######## uart_reg_master ########
Fig. 1: uart_reg_master, metal 2
(3 px per micron)
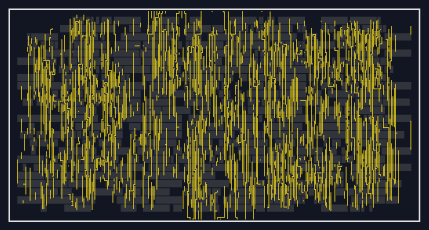

--- config.mk ---
export PLATFORM = sky130hd
export DESIGN_NAME = uart_reg_master
export DESIGN_NICKNAME = d
export VERILOG_FILES = /design/src/rtl/uart_reg_master.sv
export SDC_FILE = /design/constraint.sdc
export NUM_CORES = 1
export LEC_CHECK = 0
export CORE_ASPECT_RATIO = 0.5
export CORE_MARGIN = 2
export CORE_UTILIZATION = 69
export DETAILED_ROUTE_END_ITERATION = 16
export DONT_BUFFER_PORTS = 1
export PLACE_DENSITY_LB_ADDON = 0.15
export SYNTH_ARGS = -nofsm -noshare
export SYNTH_HDL_FRONTEND = slang
export SYNTH_SLANG_ARGS = --single-unit
--- constraint.sdc ---
create_clock -name clk -period 3.5 [get_ports clk]
set_clock_uncertainty 0.05 [all_clocks]
set_input_delay 0.7 -clock clk [delete_from_list [all_inputs] [get_ports clk]]
set_output_delay 0.7 -clock clk [all_outputs]
set_load 0.03 [all_outputs]
--- src/rtl/uart_reg_master.sv ---
// Host-side UART register-access initiator: serialises read/write requests into command
// bytes and collects read responses. Define UART_MASTER_WVERIFY_EN to read back each write.

module uart_tx #(
    parameter int unsigned BIT_RATE = 9600,
    parameter int unsigned CLK_HZ   = 100000000
) (
    input  logic       clk,
    input  logic       resetn,
    input  logic       tx_en,
    input  logic [7:0] tx_data,
    output logic       txd,
    output logic       tx_busy
);
    localparam int unsigned CyclesPerBit = CLK_HZ / BIT_RATE;
    localparam int unsigned CycW = $clog2(CyclesPerBit) + 1;
    localparam logic [CycW-1:0] CycLast = CycW'(CyclesPerBit - 1);

    logic            busy_q;
    logic            txd_q;
    logic [8:0]      shreg_q;
    logic [3:0]      bit_q;
    logic [CycW-1:0] cyc_q;

    // bit_q 0 is the start bit, 1..8 data (LSB first), 9 the stop bit
    always_ff @(posedge clk or negedge resetn) begin
        if (!resetn) begin
            busy_q  <= 1'b0;
            txd_q   <= 1'b1;
            shreg_q <= '1;
            bit_q   <= 4'd0;
            cyc_q   <= '0;
        end else if (!busy_q) begin
            if (tx_en) begin
                busy_q  <= 1'b1;
                txd_q   <= 1'b0;
                shreg_q <= {1'b1, tx_data};
                bit_q   <= 4'd0;
                cyc_q   <= '0;
            end
        end else if (cyc_q == CycLast) begin
            cyc_q <= '0;
            if (bit_q == 4'd9) begin
                busy_q <= 1'b0;
            end else begin
                txd_q   <= shreg_q[0];
                shreg_q <= {1'b1, shreg_q[8:1]};
                bit_q   <= bit_q + 4'd1;
            end
        end else begin
            cyc_q <= cyc_q + CycW'(1);
        end
    end

    assign txd     = txd_q;
    assign tx_busy = busy_q;
endmodule

module uart_rx #(
    parameter int unsigned BIT_RATE = 9600,
    parameter int unsigned CLK_HZ   = 100000000
) (
    input  logic       clk,
    input  logic       resetn,
    input  logic       rxd,
    input  logic       recv_en,
    output logic       recv_valid,
    output logic       recv_break,
    output logic [7:0] recv_data
);
    localparam int unsigned CyclesPerBit = CLK_HZ / BIT_RATE;
    localparam int unsigned CycW = $clog2(CyclesPerBit) + 1;
    localparam logic [CycW-1:0] CycLast = CycW'(CyclesPerBit - 1);
    localparam logic [CycW-1:0] CycHalf = CycW'(CyclesPerBit / 2 - 1);

    logic [1:0]      sync_q;
    logic            prev_q;
    logic            active_q;
    logic            hold_q;
    logic [CycW-1:0] cyc_q;
    logic [3:0]      bit_q;
    logic [7:0]      shreg_q;
    logic [7:0]      data_q;
    logic            valid_q;
    logic            break_q;
    logic            rx_s;

    assign rx_s = sync_q[1];

    // After a break or framing error, wait for the line to go high before hunting again
    always_ff @(posedge clk or negedge resetn) begin
        if (!resetn) begin
            sync_q   <= 2'b11;
            prev_q   <= 1'b1;
            active_q <= 1'b0;
            hold_q   <= 1'b0;
            cyc_q    <= '0;
            bit_q    <= 4'd0;
            shreg_q  <= 8'h00;
            data_q   <= 8'h00;
            valid_q  <= 1'b0;
            break_q  <= 1'b0;
        end else begin
            sync_q  <= {sync_q[0], rxd};
            prev_q  <= rx_s;
            valid_q <= 1'b0;
            break_q <= 1'b0;
            if (hold_q) begin
                if (rx_s) hold_q <= 1'b0;
            end else if (!active_q) begin
                if (prev_q && !rx_s) begin
                    active_q <= 1'b1;
                    cyc_q    <= '0;
                    bit_q    <= 4'd0;
                end
            end else if (cyc_q == ((bit_q == 4'd0) ? CycHalf : CycLast)) begin
                cyc_q <= '0;
                if (bit_q == 4'd0) begin
                    if (rx_s) active_q <= 1'b0;
                    else      bit_q    <= 4'd1;
                end else if (bit_q != 4'd9) begin
                    shreg_q <= {rx_s, shreg_q[7:1]};
                    bit_q   <= bit_q + 4'd1;
                end else begin
                    active_q <= 1'b0;
                    if (rx_s) begin
                        data_q  <= shreg_q;
                        valid_q <= 1'b1;
                    end else begin
                        hold_q  <= 1'b1;
                        break_q <= (shreg_q == 8'h00);
                    end
                end
            end else begin
                cyc_q <= cyc_q + CycW'(1);
            end
        end
    end

    assign recv_valid = valid_q & recv_en;
    assign recv_break = break_q & recv_en;
    assign recv_data  = data_q;
endmodule

module uart_reg_master #(
    parameter int unsigned BIT_RATE       = 9600,
    parameter int unsigned CLK_HZ         = 100000000,
    parameter int unsigned TIMEOUT_CYCLES = 2000000
) (
    input  logic       clk,
    input  logic       resetn,
    input  logic       req_valid,
    output logic       req_ready,
    input  logic       req_write,
    input  logic [3:0] req_addr,
    input  logic [7:0] req_wdata,
    output logic       rsp_valid,
    output logic [7:0] rsp_rdata,
    output logic       rsp_error,
    input  logic       uart_rxd,
    output logic       uart_txd
);
    localparam int unsigned CntW = $clog2(TIMEOUT_CYCLES) + 1;
    localparam logic [CntW-1:0] CntLast = CntW'(TIMEOUT_CYCLES - 1);
    localparam logic [2:0] OpWrite = 3'b010;
    localparam logic [2:0] OpRead  = 3'b011;

    typedef enum logic [2:0] {StIdle, StCmd, StCmdW, StData, StDataW, StRsp, StDone} state_e;

    state_e          state_q, state_d;
    logic            write_q, write_d;
    logic [3:0]      addr_q, addr_d;
    logic [7:0]      wdata_q, wdata_d;
    logic            skip_q, skip_d;
    logic [CntW-1:0] cnt_q, cnt_d;
    logic [7:0]      rdata_q, rdata_d;
    logic            error_q, error_d;

    logic            tx_en, tx_busy;
    logic [7:0]      tx_data;
    logic            recv_en, recv_valid, recv_break;
    logic [7:0]      recv_data;
    logic            rd_phase;
    logic            mismatch;

`ifdef UART_MASTER_WVERIFY_EN
    logic verify_q, verify_d;
    assign rd_phase = !write_q || verify_q;
    assign mismatch = verify_q && (recv_data != wdata_q);

    always_ff @(posedge clk or negedge resetn) begin
        if (!resetn) verify_q <= 1'b0;
        else         verify_q <= verify_d;
    end
`else
    assign rd_phase = !write_q;
    assign mismatch = 1'b0;
`endif

    always_ff @(posedge clk or negedge resetn) begin
        if (!resetn) begin
            state_q <= StIdle;
            write_q <= 1'b0;
            addr_q  <= 4'h0;
            wdata_q <= 8'h00;
            skip_q  <= 1'b0;
            cnt_q   <= '0;
            rdata_q <= 8'h00;
            error_q <= 1'b0;
        end else begin
            state_q <= state_d;
            write_q <= write_d;
            addr_q  <= addr_d;
            wdata_q <= wdata_d;
            skip_q  <= skip_d;
            cnt_q   <= cnt_d;
            rdata_q <= rdata_d;
            error_q <= error_d;
        end
    end

    always_comb begin
        state_d = state_q;
        write_d = write_q;
        addr_d  = addr_q;
        wdata_d = wdata_q;
        skip_d  = 1'b0;
        rdata_d = rdata_q;
        error_d = error_q;
        tx_en   = 1'b0;
        tx_data = {(rd_phase ? OpRead : OpWrite), 1'b0, addr_q};
        recv_en = 1'b0;
`ifdef UART_MASTER_WVERIFY_EN
        verify_d = verify_q;
`endif
        // Saturating wait counter, cleared whenever we are not awaiting a response
        cnt_d = '0;
        if (state_q == StRsp) cnt_d = (cnt_q == '1) ? cnt_q : cnt_q + CntW'(1);

        unique case (state_q)
            StIdle: begin
                if (req_valid) begin
                    write_d = req_write;
                    addr_d  = req_addr;
                    wdata_d = req_wdata;
                    state_d = StCmd;
`ifdef UART_MASTER_WVERIFY_EN
                    verify_d = 1'b0;
`endif
                end
            end
            StCmd: begin
                if (!tx_busy) begin
                    tx_en   = 1'b1;
                    skip_d  = 1'b1;
                    state_d = StCmdW;
                end
            end
            StCmdW: begin
                if (!skip_q && !tx_busy) state_d = rd_phase ? StRsp : StData;
            end
            StData: begin
                tx_data = wdata_q;
                if (!tx_busy) begin
                    tx_en   = 1'b1;
                    skip_d  = 1'b1;
                    state_d = StDataW;
                end
            end
            StDataW: begin
                if (!skip_q && !tx_busy) begin
`ifdef UART_MASTER_WVERIFY_EN
                    verify_d = 1'b1;
                    state_d  = StCmd;
`else
                    rdata_d = 8'h00;
                    error_d = 1'b0;
                    state_d = StDone;
`endif
                end
            end
            StRsp: begin
                recv_en = 1'b1;
                if (recv_valid) begin
                    rdata_d = recv_data;
                    error_d = mismatch;
                    state_d = StDone;
                end else if (recv_break || cnt_q == CntLast) begin
                    rdata_d = 8'h00;
                    error_d = 1'b1;
                    state_d = StDone;
                end
            end
            StDone: begin
                state_d = StIdle;
            end
            default: state_d = StIdle;
        endcase
    end

    assign req_ready = (state_q == StIdle);
    assign rsp_valid = (state_q == StDone);
    assign rsp_rdata = rdata_q;
    assign rsp_error = error_q;

    uart_tx #(
        .BIT_RATE(BIT_RATE),
        .CLK_HZ  (CLK_HZ)
    ) u_tx (
        .clk    (clk),
        .resetn (resetn),
        .tx_en  (tx_en),
        .tx_data(tx_data),
        .txd    (uart_txd),
        .tx_busy(tx_busy)
    );

    uart_rx #(
        .BIT_RATE(BIT_RATE),
        .CLK_HZ  (CLK_HZ)
    ) u_rx (
        .clk       (clk),
        .resetn    (resetn),
        .rxd       (uart_rxd),
        .recv_en   (recv_en),
        .recv_valid(recv_valid),
        .recv_break(recv_break),
        .recv_data (recv_data)
    );
endmodule

######## bias_relu ########
--- config.mk ---
export PLATFORM = sky130hd
export DESIGN_NAME = bias_relu
export DESIGN_NICKNAME = d
export VERILOG_FILES = /design/src/rtl/bias_relu.sv
export SDC_FILE = /design/constraint.sdc
export NUM_CORES = 2
export LEC_CHECK = 0
export CORE_AREA = 2 2 450 452
export CTS_BUF_LIST = sky130_fd_sc_hd__clkbuf_16
export DETAILED_ROUTE_END_ITERATION = 7
export DIE_AREA = 0 0 452 454
export GPL_TIMING_DRIVEN = 1
export MAX_ROUTING_LAYER = met4
export PLACE_DENSITY = 0.56
export SLEW_MARGIN = 20
export SYNTH_ARGS = -nofsm -noshare
export SYNTH_HDL_FRONTEND = slang
export SYNTH_SLANG_ARGS = --single-unit
--- constraint.sdc ---
create_clock -name clk -period 29.4 [get_ports clk]
set_clock_uncertainty 0.15 [all_clocks]
set_input_delay 5.88 -clock clk [delete_from_list [all_inputs] [get_ports clk]]
set_output_delay 5.88 -clock clk [all_outputs]
set_load 0.03 [all_outputs]
--- src/rtl/bias_relu.sv ---
// Adds a per-row bias to each matrix element and applies ReLU, one element per cycle in row-major order.
// Latency: done rises ROWS*COLS edges after capture; define BIAS_RELU_SATURATE_EN to saturate the add.
module bias_relu #(
    parameter int ROWS = 4,
    parameter int COLS = 4
) (
    input  logic        clk,
    input  logic        rst,
    input  logic        enable,
    input  logic [31:0] matrix_in [ROWS][COLS],
    input  logic [31:0] bias      [ROWS],
    output logic [31:0] result    [ROWS][COLS],
    output logic        busy,
    output logic        done
);

    localparam int RW = (ROWS > 1) ? $clog2(ROWS) : 1;
    localparam int CW = (COLS > 1) ? $clog2(COLS) : 1;

    typedef enum logic [1:0] {
        IDLE    = 2'd0,
        PROCESS = 2'd1,
        DONE    = 2'd2
    } state_t;

    state_t      state;
    state_t      state_nxt;
    logic [RW-1:0] row;
    logic [CW-1:0] col;
    logic [31:0] in_q   [ROWS][COLS];
    logic [31:0] bias_q [ROWS];

    logic        last_elem;
    logic [31:0] op_a;
    logic [31:0] op_b;
    logic [31:0] sum;
    logic [31:0] sum_fin;
    logic [31:0] act;

    assign last_elem = (row == RW'(ROWS - 1)) && (col == CW'(COLS - 1));

    always_ff @(posedge clk) begin
        if (rst) begin
            state <= IDLE;
        end else begin
            state <= state_nxt;
        end
    end

    // DONE only exits on enable low, so a held upstream done cannot retrigger a run.
    always_comb begin
        state_nxt = state;
        case (state)
            IDLE:    if (enable)    state_nxt = PROCESS;
            PROCESS: if (last_elem) state_nxt = DONE;
            DONE:    if (!enable)   state_nxt = IDLE;
            default: state_nxt = IDLE;
        endcase
    end

    always_comb begin
        busy = (state == PROCESS);
        done = (state == DONE);
    end

    always_comb begin
        op_a = in_q[row][col];
        op_b = bias_q[row];
        sum  = op_a + op_b;
`ifdef BIAS_RELU_SATURATE_EN
        if ((op_a[31] == op_b[31]) && (sum[31] != op_a[31])) begin
            sum_fin = op_a[31] ? 32'h8000_0000 : 32'h7FFF_FFFF;
        end else begin
            sum_fin = sum;
        end
`else
        sum_fin = sum;
`endif
        act = sum_fin[31] ? 32'd0 : sum_fin;
    end

    always_ff @(posedge clk) begin
        if (rst) begin
            row <= '0;
            col <= '0;
            for (int r = 0; r < ROWS; r++) begin
                bias_q[r] <= '0;
                for (int c = 0; c < COLS; c++) begin
                    in_q[r][c]   <= '0;
                    result[r][c] <= '0;
                end
            end
        end else begin
            case (state)
                IDLE: begin
                    if (enable) begin
                        row <= '0;
                        col <= '0;
                        for (int r = 0; r < ROWS; r++) begin
                            bias_q[r] <= bias[r];
                            for (int c = 0; c < COLS; c++) begin
                                in_q[r][c]   <= matrix_in[r][c];
                                result[r][c] <= '0;
                            end
                        end
                    end
                end
                PROCESS: begin
                    result[row][col] <= act;
                    if (last_elem) begin
                        row <= '0;
                        col <= '0;
                    end else if (col == CW'(COLS - 1)) begin
                        col <= '0;
                        row <= row + 1'b1;
                    end else begin
                        col <= col + 1'b1;
                    end
                end
                default: ;
            endcase
        end
    end

endmodule

######## fetch_unit ########
--- config.mk ---
export PLATFORM = sky130hd
export DESIGN_NAME = fetch_unit
export DESIGN_NICKNAME = d
export VERILOG_FILES = /design/src/rtl/fetch_unit.sv
export SDC_FILE = /design/constraint.sdc
export NUM_CORES = 1
export LEC_CHECK = 0
export ABC_AREA = 1
export CORE_MARGIN = 2
export CORE_UTILIZATION = 46
export DETAILED_ROUTE_END_ITERATION = 8
export GPL_TIMING_DRIVEN = 0
export PLACE_DENSITY_LB_ADDON = 0.1
export REMOVE_ABC_BUFFERS = 1
export SLEW_MARGIN = 20
export SYNTH_ARGS = -nofsm -noshare
export SYNTH_HDL_FRONTEND = slang
export SYNTH_SLANG_ARGS = --single-unit
--- constraint.sdc ---
create_clock -name clk -period 1.5 [get_ports clk]
set_clock_uncertainty 0.2 [all_clocks]
set_input_delay 0.3 -clock clk [delete_from_list [all_inputs] [get_ports clk]]
set_output_delay 0.3 -clock clk [all_outputs]
set_load 0.1 [all_outputs]
--- src/rtl/fetch_unit.sv ---
// Instruction fetch stage: PC, synchronous imem issue, one-entry hold
// buffer and registered instruction/opcode/PC bundle toward decode.
module fetch_unit #(
  parameter int PC_WIDTH = 16,
  parameter int INSTR_WIDTH = 24,
  parameter logic [PC_WIDTH-1:0] START_PC = '0
) (
  input  logic                   clk,
  input  logic                   rst_n,
  input  logic                   start,
  input  logic                   halt,
  input  logic                   stall,
  input  logic                   branch_taken,
  input  logic [PC_WIDTH-1:0]    branch_target,
  output logic [PC_WIDTH-1:0]    imem_addr,
  output logic                   imem_re,
  input  logic [INSTR_WIDTH-1:0] imem_rdata,
  output logic [INSTR_WIDTH-1:0] if_instr,
  output logic [3:0]             if_opcode,
  output logic [PC_WIDTH-1:0]    if_pc,
  output logic                   if_valid
);

  localparam logic [INSTR_WIDTH-1:0] BUBBLE =
    {4'hF, {(INSTR_WIDTH-4){1'b0}}};

  typedef enum logic {S_IDLE, S_RUN} state_t;

  state_t                 state_q, state_d;
  logic [PC_WIDTH-1:0]    pc_q, pc_d;
  logic [PC_WIDTH-1:0]    fpc_q, fpc_d;
  logic                   pending_q, pending_d;
  logic                   hold_valid_q, hold_valid_d;
  logic [INSTR_WIDTH-1:0] hold_instr_q, hold_instr_d;
  logic [PC_WIDTH-1:0]    hold_pc_q, hold_pc_d;
  logic [INSTR_WIDTH-1:0] if_instr_q, if_instr_d;
  logic [PC_WIDTH-1:0]    if_pc_q, if_pc_d;
  logic                   if_valid_q, if_valid_d;
  logic                   issue;

  assign issue = (state_q == S_RUN) & ~stall & ~branch_taken & ~halt;

  assign imem_re   = issue;
  assign imem_addr = pc_q;
  assign if_instr  = if_instr_q;
  assign if_opcode = if_instr_q[INSTR_WIDTH-1 -: 4];
  assign if_pc     = if_pc_q;
  assign if_valid  = if_valid_q;

  always_comb begin
    state_d      = state_q;
    pc_d         = pc_q;
    fpc_d        = fpc_q;
    pending_d    = 1'b0;
    hold_valid_d = hold_valid_q;
    hold_instr_d = hold_instr_q;
    hold_pc_d    = hold_pc_q;
    if_instr_d   = if_instr_q;
    if_pc_d      = if_pc_q;
    if_valid_d   = if_valid_q;
    unique case (state_q)
      S_IDLE: begin
        if (start && !halt) begin
          state_d = S_RUN;
          pc_d    = START_PC;
        end
      end
      S_RUN: begin
        if (halt) begin
          state_d      = S_IDLE;
          pc_d         = START_PC;
          hold_valid_d = 1'b0;
          if_valid_d   = 1'b0;
          if_instr_d   = BUBBLE;
        end else if (branch_taken) begin
          pc_d         = branch_target;
          hold_valid_d = 1'b0;
          if_valid_d   = 1'b0;
          if_instr_d   = BUBBLE;
        end else begin
          if (issue) begin
            pc_d      = pc_q + 1'b1;
            fpc_d     = pc_q;
            pending_d = 1'b1;
          end
          // A stalled return parks in hold; no issue happens while stalled.
          if (stall) begin
            if (pending_q) begin
              hold_instr_d = imem_rdata;
              hold_pc_d    = fpc_q;
              hold_valid_d = 1'b1;
            end
          end else if (hold_valid_q) begin
            if_instr_d   = hold_instr_q;
            if_pc_d      = hold_pc_q;
            if_valid_d   = 1'b1;
            hold_valid_d = 1'b0;
          end else if (pending_q) begin
            if_instr_d = imem_rdata;
            if_pc_d    = fpc_q;
            if_valid_d = 1'b1;
          end else begin
            if_instr_d = BUBBLE;
            if_valid_d = 1'b0;
          end
        end
      end
      default: state_d = S_IDLE;
    endcase
  end

  always_ff @(posedge clk or negedge rst_n) begin
    if (!rst_n) begin
      state_q      <= S_IDLE;
      pc_q         <= START_PC;
      fpc_q        <= '0;
      pending_q    <= 1'b0;
      hold_valid_q <= 1'b0;
      hold_instr_q <= '0;
      hold_pc_q    <= '0;
      if_instr_q   <= BUBBLE;
      if_pc_q      <= '0;
      if_valid_q   <= 1'b0;
    end else begin
      state_q      <= state_d;
      pc_q         <= pc_d;
      fpc_q        <= fpc_d;
      pending_q    <= pending_d;
      hold_valid_q <= hold_valid_d;
      hold_instr_q <= hold_instr_d;
      hold_pc_q    <= hold_pc_d;
      if_instr_q   <= if_instr_d;
      if_pc_q      <= if_pc_d;
      if_valid_q   <= if_valid_d;
    end
  end

endmodule

######## special_op_sequencer ########
File: src/rtl/special_op_pkg.sv
// Shared definitions for the memory-indirect special instructions.
//
// Holds the special-op code encoding (also used by the structural hazard
// unit when it issues LWi / SWi / memory-memory Add) and the state
// encoding of the special-op sequencer FSM.
package special_op_pkg;

    // 2-bit special-op codes issued by the structural hazard unit
    localparam logic [1:0] OP_ADD  = 2'd0;
    localparam logic [1:0] OP_SWI  = 2'd1;
    localparam logic [1:0] OP_LWI  = 2'd2;
    localparam logic [1:0] OP_NONE = 2'd3;

    // 3-bit sequencer state encoding
    typedef enum logic [2:0] {
        S_IDLE = 3'd0,
        S_RD_A = 3'd1,
        S_RD_B = 3'd2,
        S_WR   = 3'd3,
        S_DONE = 3'd4
    } seq_state_t;

endpackage

File: src/rtl/special_op_sequencer.sv
// Multi-cycle executor for LWi, SWi and memory-memory Add.
//
// A launch in IDLE latches the operands and drives the shared memory port
// for 2 transactions: a first read at addr_a, then either a second read
// (pointer for LWi, addr_b for Add) or a write of st_data through the
// pointer (SWi). busy stays high until the one-cycle DONE state, which
// raises done (and wb_en for LWi/Add) so the hazard unit can release the
// frozen pipeline.
//
// Ports:
//   clk, rest_n            clock, asynchronous active-low reset
//   op, start              special-op code and launch request (IDLE only)
//   addr_a, addr_b         operand / pointer addresses
//   st_data                SWi store data
//   flush                  abort; outstanding transaction completes first
//   busy, done, wb_en      status, completion pulse, writeback enable
//   result                 writeback value, held until the next done
//   mem_req/we/addr/wdata  registered memory request
//   mem_rdata, mem_ack     memory response
//   err                    timeout pulse (only with SPECIAL_SEQ_TIMEOUT_EN)
//
// Optional feature macro: SPECIAL_SEQ_TIMEOUT_EN adds a per-transaction
// wait counter that abandons a request after TIMEOUT unacknowledged cycles.
module special_op_sequencer
    import special_op_pkg::*;
#(
    parameter int DATA_W  = 32,
    parameter int ADDR_W  = 16,
    parameter int TIMEOUT = 16
) (
`ifdef SPECIAL_SEQ_TIMEOUT_EN
    output logic              err,
`endif
    input  logic              clk,
    input  logic              rest_n,
    input  logic [1:0]        op,
    input  logic              start,
    input  logic [ADDR_W-1:0] addr_a,
    input  logic [ADDR_W-1:0] addr_b,
    input  logic [DATA_W-1:0] st_data,
    input  logic              flush,
    output logic              busy,
    output logic              done,
    output logic              wb_en,
    output logic [DATA_W-1:0] result,
    output logic              mem_req,
    output logic              mem_we,
    output logic [ADDR_W-1:0] mem_addr,
    output logic [DATA_W-1:0] mem_wdata,
    input  logic [DATA_W-1:0] mem_rdata,
    input  logic              mem_ack
);

    if (TIMEOUT < 1) begin : g_timeout_check
        $error("TIMEOUT must be at least 1");
    end

    seq_state_t        state, state_nxt;
    logic [1:0]        op_q, op_nxt;
    logic [ADDR_W-1:0] addr_b_q, addr_b_nxt;
    logic [DATA_W-1:0] st_data_q, st_data_nxt;
    logic [DATA_W-1:0] tmp, tmp_nxt;
    logic [DATA_W-1:0] result_nxt;
    logic              req_nxt, we_nxt;
    logic [ADDR_W-1:0] addr_nxt;
    logic [DATA_W-1:0] wdata_nxt;
    // A one-cycle flush pulse must survive until the outstanding ack.
    logic              flush_pend, flush_pend_nxt;
    logic              abort;

`ifdef SPECIAL_SEQ_TIMEOUT_EN
    localparam int CNT_W = $clog2(TIMEOUT + 1);
    logic [CNT_W-1:0] wait_cnt, wait_cnt_nxt;
    logic             err_nxt;
`endif

    assign busy  = (state != S_IDLE);
    assign abort = flush | flush_pend;

    always_ff @(posedge clk or negedge rest_n) begin
        if (!rest_n) begin
            state      <= S_IDLE;
            op_q       <= '0;
            addr_b_q   <= '0;
            st_data_q  <= '0;
            tmp        <= '0;
            result     <= '0;
            mem_req    <= 1'b0;
            mem_we     <= 1'b0;
            mem_addr   <= '0;
            mem_wdata  <= '0;
            flush_pend <= 1'b0;
`ifdef SPECIAL_SEQ_TIMEOUT_EN
            wait_cnt   <= '0;
            err        <= 1'b0;
`endif
        end else begin
            state      <= state_nxt;
            op_q       <= op_nxt;
            addr_b_q   <= addr_b_nxt;
            st_data_q  <= st_data_nxt;
            tmp        <= tmp_nxt;
            result     <= result_nxt;
            mem_req    <= req_nxt;
            mem_we     <= we_nxt;
            mem_addr   <= addr_nxt;
            mem_wdata  <= wdata_nxt;
            flush_pend <= flush_pend_nxt;
`ifdef SPECIAL_SEQ_TIMEOUT_EN
            wait_cnt   <= wait_cnt_nxt;
            err        <= err_nxt;
`endif
        end
    end

    always_comb begin
        state_nxt      = state;
        op_nxt         = op_q;
        addr_b_nxt     = addr_b_q;
        st_data_nxt    = st_data_q;
        tmp_nxt        = tmp;
        result_nxt     = result;
        req_nxt        = mem_req;
        we_nxt         = mem_we;
        addr_nxt       = mem_addr;
        wdata_nxt      = mem_wdata;
        flush_pend_nxt = flush_pend;
        done           = 1'b0;
        wb_en          = 1'b0;
`ifdef SPECIAL_SEQ_TIMEOUT_EN
        wait_cnt_nxt   = wait_cnt;
        err_nxt        = 1'b0;
`endif

        unique case (state)
            S_IDLE: begin
                flush_pend_nxt = 1'b0;
                if (start && (op != OP_NONE) && !flush) begin
                    op_nxt      = op;
                    addr_b_nxt  = addr_b;
                    st_data_nxt = st_data;
                    state_nxt   = S_RD_A;
                    req_nxt     = 1'b1;
                    we_nxt      = 1'b0;
                    addr_nxt    = addr_a;
`ifdef SPECIAL_SEQ_TIMEOUT_EN
                    wait_cnt_nxt = '0;
`endif
                end
            end

            S_RD_A, S_RD_B, S_WR: begin
                if (flush) flush_pend_nxt = 1'b1;
                if (mem_ack) begin
`ifdef SPECIAL_SEQ_TIMEOUT_EN
                    wait_cnt_nxt = '0;
`endif
                    if (abort) begin
                        // Transaction finished (a write has landed); drop the data.
                        state_nxt      = S_IDLE;
                        req_nxt        = 1'b0;
                        we_nxt         = 1'b0;
                        flush_pend_nxt = 1'b0;
                    end else if (state == S_RD_A) begin
                        tmp_nxt = mem_rdata;
                        // Back-to-back: mem_req stays high into the next transaction.
                        if (op_q == OP_SWI) begin
                            state_nxt = S_WR;
                            we_nxt    = 1'b1;
                            addr_nxt  = mem_rdata[ADDR_W-1:0];
                            wdata_nxt = st_data_q;
                        end else begin
                            state_nxt = S_RD_B;
                            addr_nxt  = (op_q == OP_LWI) ? mem_rdata[ADDR_W-1:0] : addr_b_q;
                        end
                    end else begin
                        if (state == S_RD_B)
                            result_nxt = (op_q == OP_LWI) ? mem_rdata : tmp + mem_rdata;
                        state_nxt = S_DONE;
                        req_nxt   = 1'b0;
                        we_nxt    = 1'b0;
                    end
                end else begin
`ifdef SPECIAL_SEQ_TIMEOUT_EN
                    if (wait_cnt == CNT_W'(TIMEOUT - 1)) begin
                        state_nxt      = S_IDLE;
                        req_nxt        = 1'b0;
                        we_nxt         = 1'b0;
                        flush_pend_nxt = 1'b0;
                        err_nxt        = 1'b1;
                    end else begin
                        wait_cnt_nxt = wait_cnt + CNT_W'(1);
                    end
`endif
                end
            end

            S_DONE: begin
                state_nxt = S_IDLE;
                if (!abort) begin
                    done  = 1'b1;
                    wb_en = (op_q != OP_SWI);
                end
            end

            default: state_nxt = S_IDLE;
        endcase
    end

endmodule
File: config.mk
export PLATFORM = sky130hd
export DESIGN_NAME = special_op_sequencer
export DESIGN_NICKNAME = d
export VERILOG_FILES = /design/src/rtl/special_op_pkg.sv /design/src/rtl/special_op_sequencer.sv
export SDC_FILE = /design/constraint.sdc
export NUM_CORES = 1
export LEC_CHECK = 0
export CORE_MARGIN = 1.5
export CORE_UTILIZATION = 55
export CTS_CLUSTER_DIAMETER = 50
export DETAILED_ROUTE_END_ITERATION = 16
export PLACE_DENSITY = 0.89
export SLEW_MARGIN = 20
export SYNTH_ARGS = -nofsm -noshare
export SYNTH_HDL_FRONTEND = slang
export SYNTH_SLANG_ARGS = --single-unit
File: constraint.sdc
create_clock -name clk -period 3.6 [get_ports clk]
set_input_delay 0.72 -clock clk [delete_from_list [all_inputs] [get_ports clk]]
set_output_delay 0.72 -clock clk [all_outputs]
set_load 0.01 [all_outputs]

## Gallery

Metal 2.
shot_01.png
(1 px per micron)
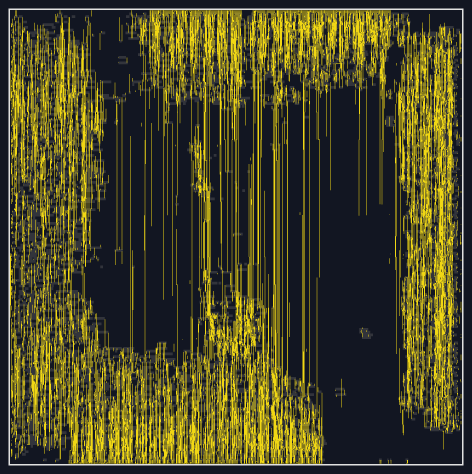
shot_02.png
(2 px per micron)
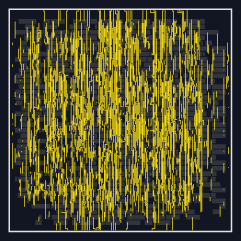
shot_03.png
(2 px per micron)
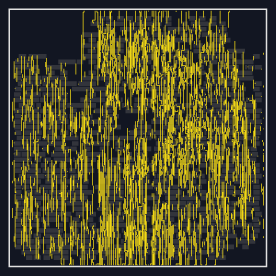
bias_relu: shot_01.png
special_op_sequencer: shot_03.png
fetch_unit: shot_02.png
- smallest die: shot_02.png
- largest die: shot_01.png

Key to shot_02.png:
share of all routed wire = 51%
nets with wire on the layer = 693

Fig. 2: uart_reg_master, gate-type map
(4 px per micron)
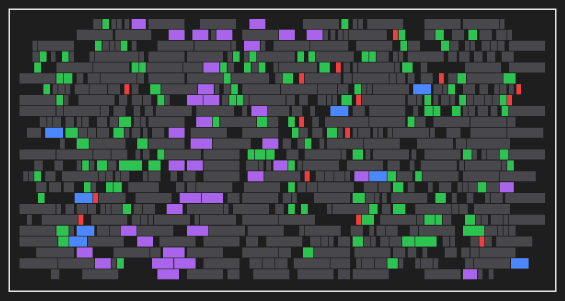
adder and majority cells -> blue  # cells 8
inverters -> red  # cells 15
inverting AOI/OAI gates -> green  # cells 103
multiplexers -> purple  # cells 36

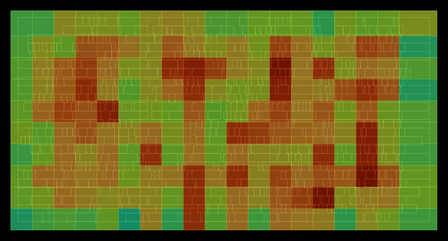
Fig. 3. Routing congestion map (uart_reg_master).
drt wl/cell: 17.9 microns
global routing met1 resource utilization: 39.9%
post-layout utilization of the core: 78.5%

## Picture notes: Fig. 1
share of all routed wire = 49%
longest straight run = 33.0 microns
nets with wire on the layer = 535
main direction = vertical
wire length on this layer = 6,410 microns
Total Routed Length: 13.0 mm
met2 Use GR: 47.7%

==> impl_metrics.csv, uart_reg_master <==
group,metric,value,unit
run_status,status,"completed",
floorplan,chipArea,9560,sq um
logic_synthesis,top_cell,"dfrtp_1",
logic_synthesis,simple_gate_area_share,21.6,%
cts,clkSlewWorstSetupHoldPaths,0.05,ns
floorplan,fp_util,70.3,%
sta,hold_viol_final,0,
layout,fin_nets,619,
global_route,grt-busiest-layer,"met2",
route,num_vias,4654,
layout,nonClkBufAreaFrac,0.965,%
cts,hold_buffers,1,
route,top_layer,"met4",
sta,period_minus_slack,2.54,ns
global_route,grt_pass1_vias,4580,
critical_path,startpoint,"state_q[1]",
logic_synthesis,yosysWarnings,0,
placement,numPlacedInstances,691,
route,routed_via_density,6.43,
logic_synthesis,edf_count,0,
pwr,powerSeq,0.00191,W
job,warnings,31,
cts,ctsRootBufferMaster,"clkbuf_16",
pwr,p_per_area,652,nW/um^2
layout,regMostFlops,"cnt_q",
logic_synthesis,common_cells,"107 x dfrtp_1, 67 x nand2_1, 47 x nor2_1",
route,drc_errors,0,
placement,portBuffers,0,
pwr,internal_power,0.00317,W
cts,ctsHtreeMaxLevel,4,
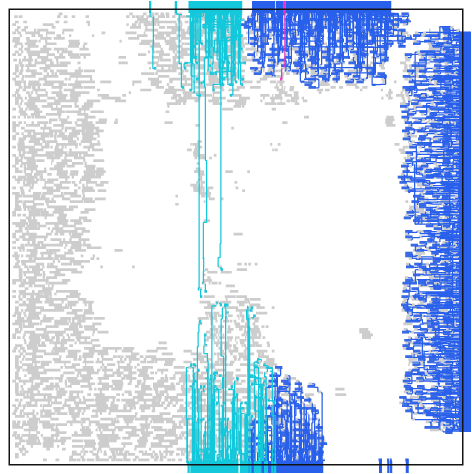
Fig. 4. Port wiring (bias_relu).
(1 px per micron)
done -> magenta  # direction output, end cells 1, wire 67.9 microns
result -> blue  # direction output, end cells 512, wire 20.3 mm
bias -> cyan  # direction input, end cells 128, wire 9,250 microns

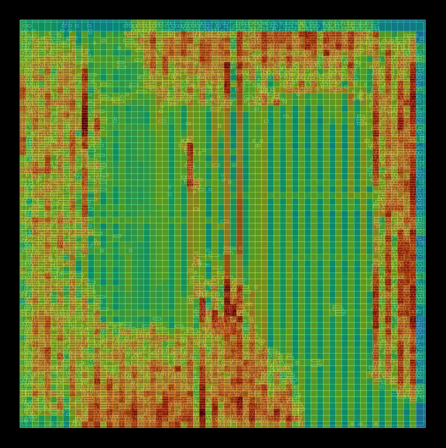
Fig. 5. Routing congestion map (bias_relu).
drt wl/cell: 26.3 microns
global routing met1 resource utilization: 18.9%
Most Crowded Layer GR: met2
met2 Use GR: 32.1%

==> impl_metrics.csv, bias_relu <==
group,metric,value,unit
layout,lay_top_cells,"1,139 x clkdlybuf4s50_1, 643 x and2_1, 640 x edfxtp_1",
logic_synthesis,mux_area_share,9.36,%
run_status,status,"completed",
logic_synthesis,syn_avg_cell_area,14.8,sq um
layout,n_clock_buffer,132,
hold_path,hold_end,"result[66]",
logic_synthesis,synth-compound-area-share,12.2,%
sta,post-route-period-util,34.7,%
placement,finalWeightedCongestion,0.819,
route,wl_met3,11.2,mm
cts,worstSkewPairLatency,0.79,ns
cts,postCtsSetupBuffers,0,
sta,period_minus_slack,10.20,ns
sta,relSlewSlack,13.8,%
pwr,switching_share,28.2,%
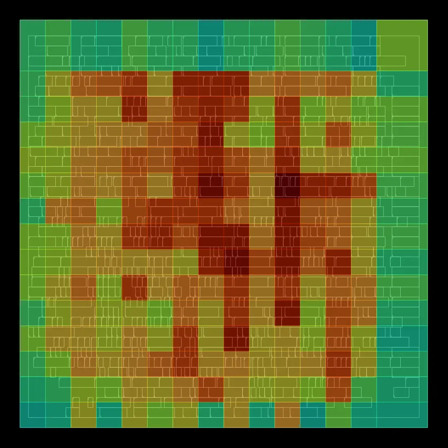
Fig. 6. Routing congestion map (fetch_unit).
total track usage: 27.5%
Most Crowded Layer GR: met2
post-layout utilization of the core: 82.2%

==> impl_metrics.csv, fetch_unit <==
group,metric,value,unit
logic_synthesis,simple_gate_area_share,17.0,%
hold_path,hp-class,"in -> reg",
route,drt-pass1-iter-count,5,
sta,worst_slack,-0.351,ns
run_status,status,"complete, but fails checks",
critical_path,r2r_cells,10,
critical_path,crit_required,1.58,ns
global_route,use_met3,5.76,%
pwr,p_leak,4.10,nW
logic_synthesis,yosysWarnings,0,
hold_path,hold_end,"imem_addr[4]",
global_route,antenna_found_initial,0,
logic_synthesis,top_cell,"nand2_1",
logic_synthesis,ys_area,5210,sq um
layout,combAreaFraction,26.8,%
sta,setup_viol,149,
pwr,vdd_drop_max,833,uV
critical_path,worst_path_largest_cell_delay,0.38,ns
run_status,violations,"negative setup slack",
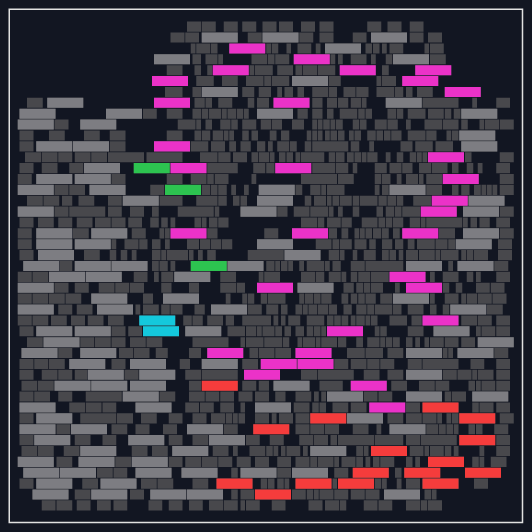
Fig. 7. Sequential cells grouped by signal name (special_op_sequencer).
(4 px per micron) Other sequential cells in the stronger grey, the rest of the logic in the fainter grey.
op_q -> cyan  # flops 2
tmp -> magenta  # flops 32
mem_addr -> red  # flops 16
state -> green  # flops 3
not coloured = 115
Seq. cell area: 4200 sq um
Seq/total area: 37.3%

==> impl_metrics.csv, special_op_sequencer <==
group,metric,value,unit
route,ant_nets,0,
pwr,p_leak,5.02,nW
logic_synthesis,syn_avg_cell_area,10.8,sq um
global_route,grtUsageMet1,31.7,%
layout,flop-count,168,
cts,clkSlewWorstSetupHoldPaths,0.07,ns
pwr,switching_share,37.2,%
logic_synthesis,ys_cells,796,
sta,post-route-period-util,89.1,%
pwr,power_leader,"combinational cells",
critical_path,crit_cells,12,
logic_synthesis,top_logic_kind,"multiplexers",
logic_synthesis,mux_area_share,16.7,%
placement,hpwl,14.8,mm
critical_path,path_delay_family,"AND-OR/OR-AND gates",
critical_path,worst_path_largest_cell_delay,0.51,ns
logic_synthesis,ys_area,8580,sq um
critical_path,path_max_fanout,4,
layout,combAreaFraction,37.2,%
pwr,pg_clk,0.00181,W
floorplan,rows,45,
cts,postCtsSetupBuffers,0,
logic_synthesis,syn_area,8580,sq um
sta,finClkSkew,0.00831,ns
logic_synthesis,syn_nets,931,
critical_path,startpoint,"mem_rdata[0]",
sta,setup_viol,0,
run_status,status,"completed",
critical_path,cpMostUsedCell,"a21oi_1",
logic_synthesis,synth-async-reset-ratio,100,%


==> gallery <==
A small window of the routed layout.
Plate I
Region (35, 57) to (75, 97) microns. Cells in grey, sequential cells in the stronger grey; small squares are vias.
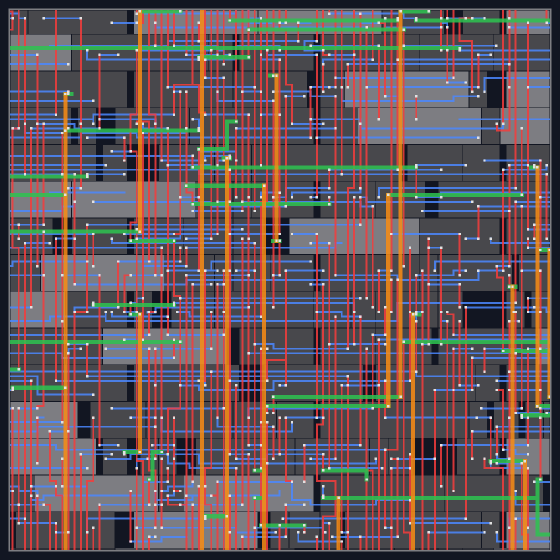
Plate II
Region (44, 70) to (84, 110) microns. Cells in grey, sequential cells in the stronger grey; small squares are vias.
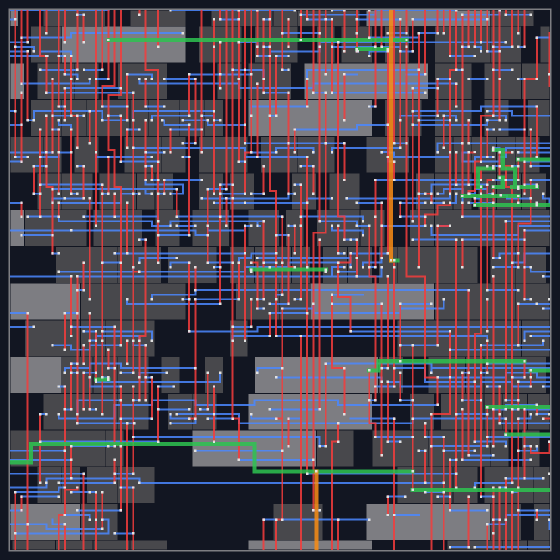
Plate III
Region (48, 29) to (88, 69) microns. Cells in grey, sequential cells in the stronger grey; small squares are vias.
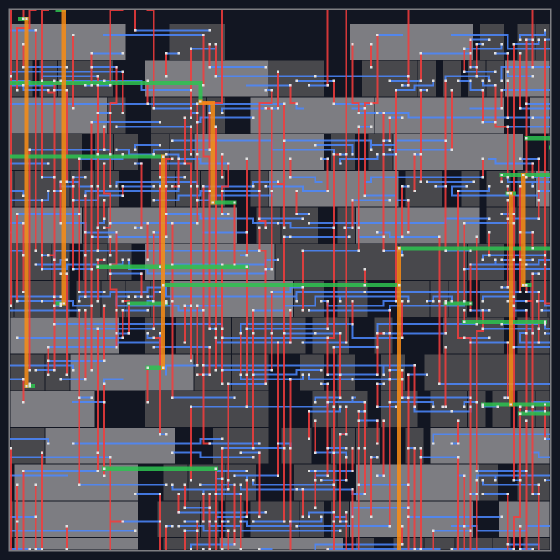
- Plate I = fetch_unit
- Plate III = uart_reg_master
- Plate II = special_op_sequencer

Key to Plate III:
met3 -> green
met2 -> red
met4 -> orange
met1 -> blue
sequential cells in the window = 23
netlist names of flops here include = u_tx.shreg_q (8), wdata_q (7), u_tx.bit_q (2)
cells with their middle in the window = 121
most frequent = nand2_1 (19), dfrtp_1 (15), mux2_2 (11)


==> notes/layouts.md <==
Pictures saved along the way, in no particular order.

Sequential cells grouped by signal name.
panel A
(4 px per micron) Other sequential cells in the stronger grey, the rest of the logic in the fainter grey.
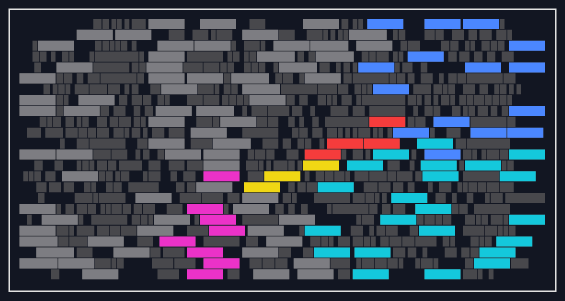
panel B
(1 px per micron) Other sequential cells in the stronger grey, the rest of the logic in the fainter grey.
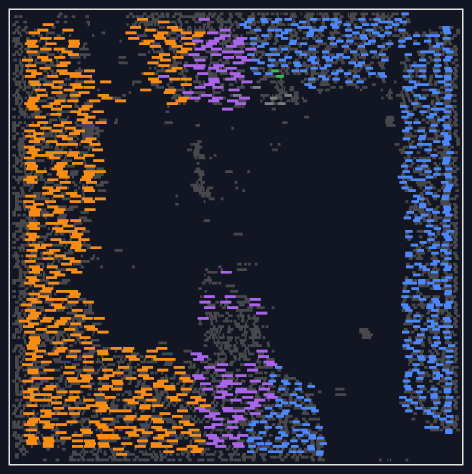
panel C
(4 px per micron) Other sequential cells in the stronger grey, the rest of the logic in the fainter grey.
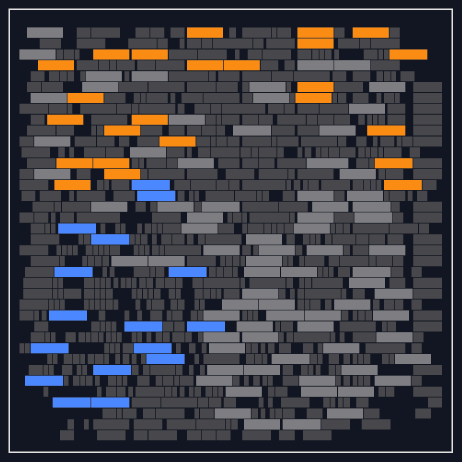
- largest die: panel B
- smallest die: panel A
- bias_relu = panel B
- fetch_unit = panel C
- uart_reg_master = panel A

Key to panel A:
u_tx.bit_q -> red  # flops 4
u_rx.recv_data -> magenta  # flops 8
cnt_q -> cyan  # flops 22
u_tx.cyc_q -> blue  # flops 15, where upper right
state_q -> yellow  # flops 3
not coloured = 67

Power figures rest on the tool's default switching activity, not on a simulated workload.
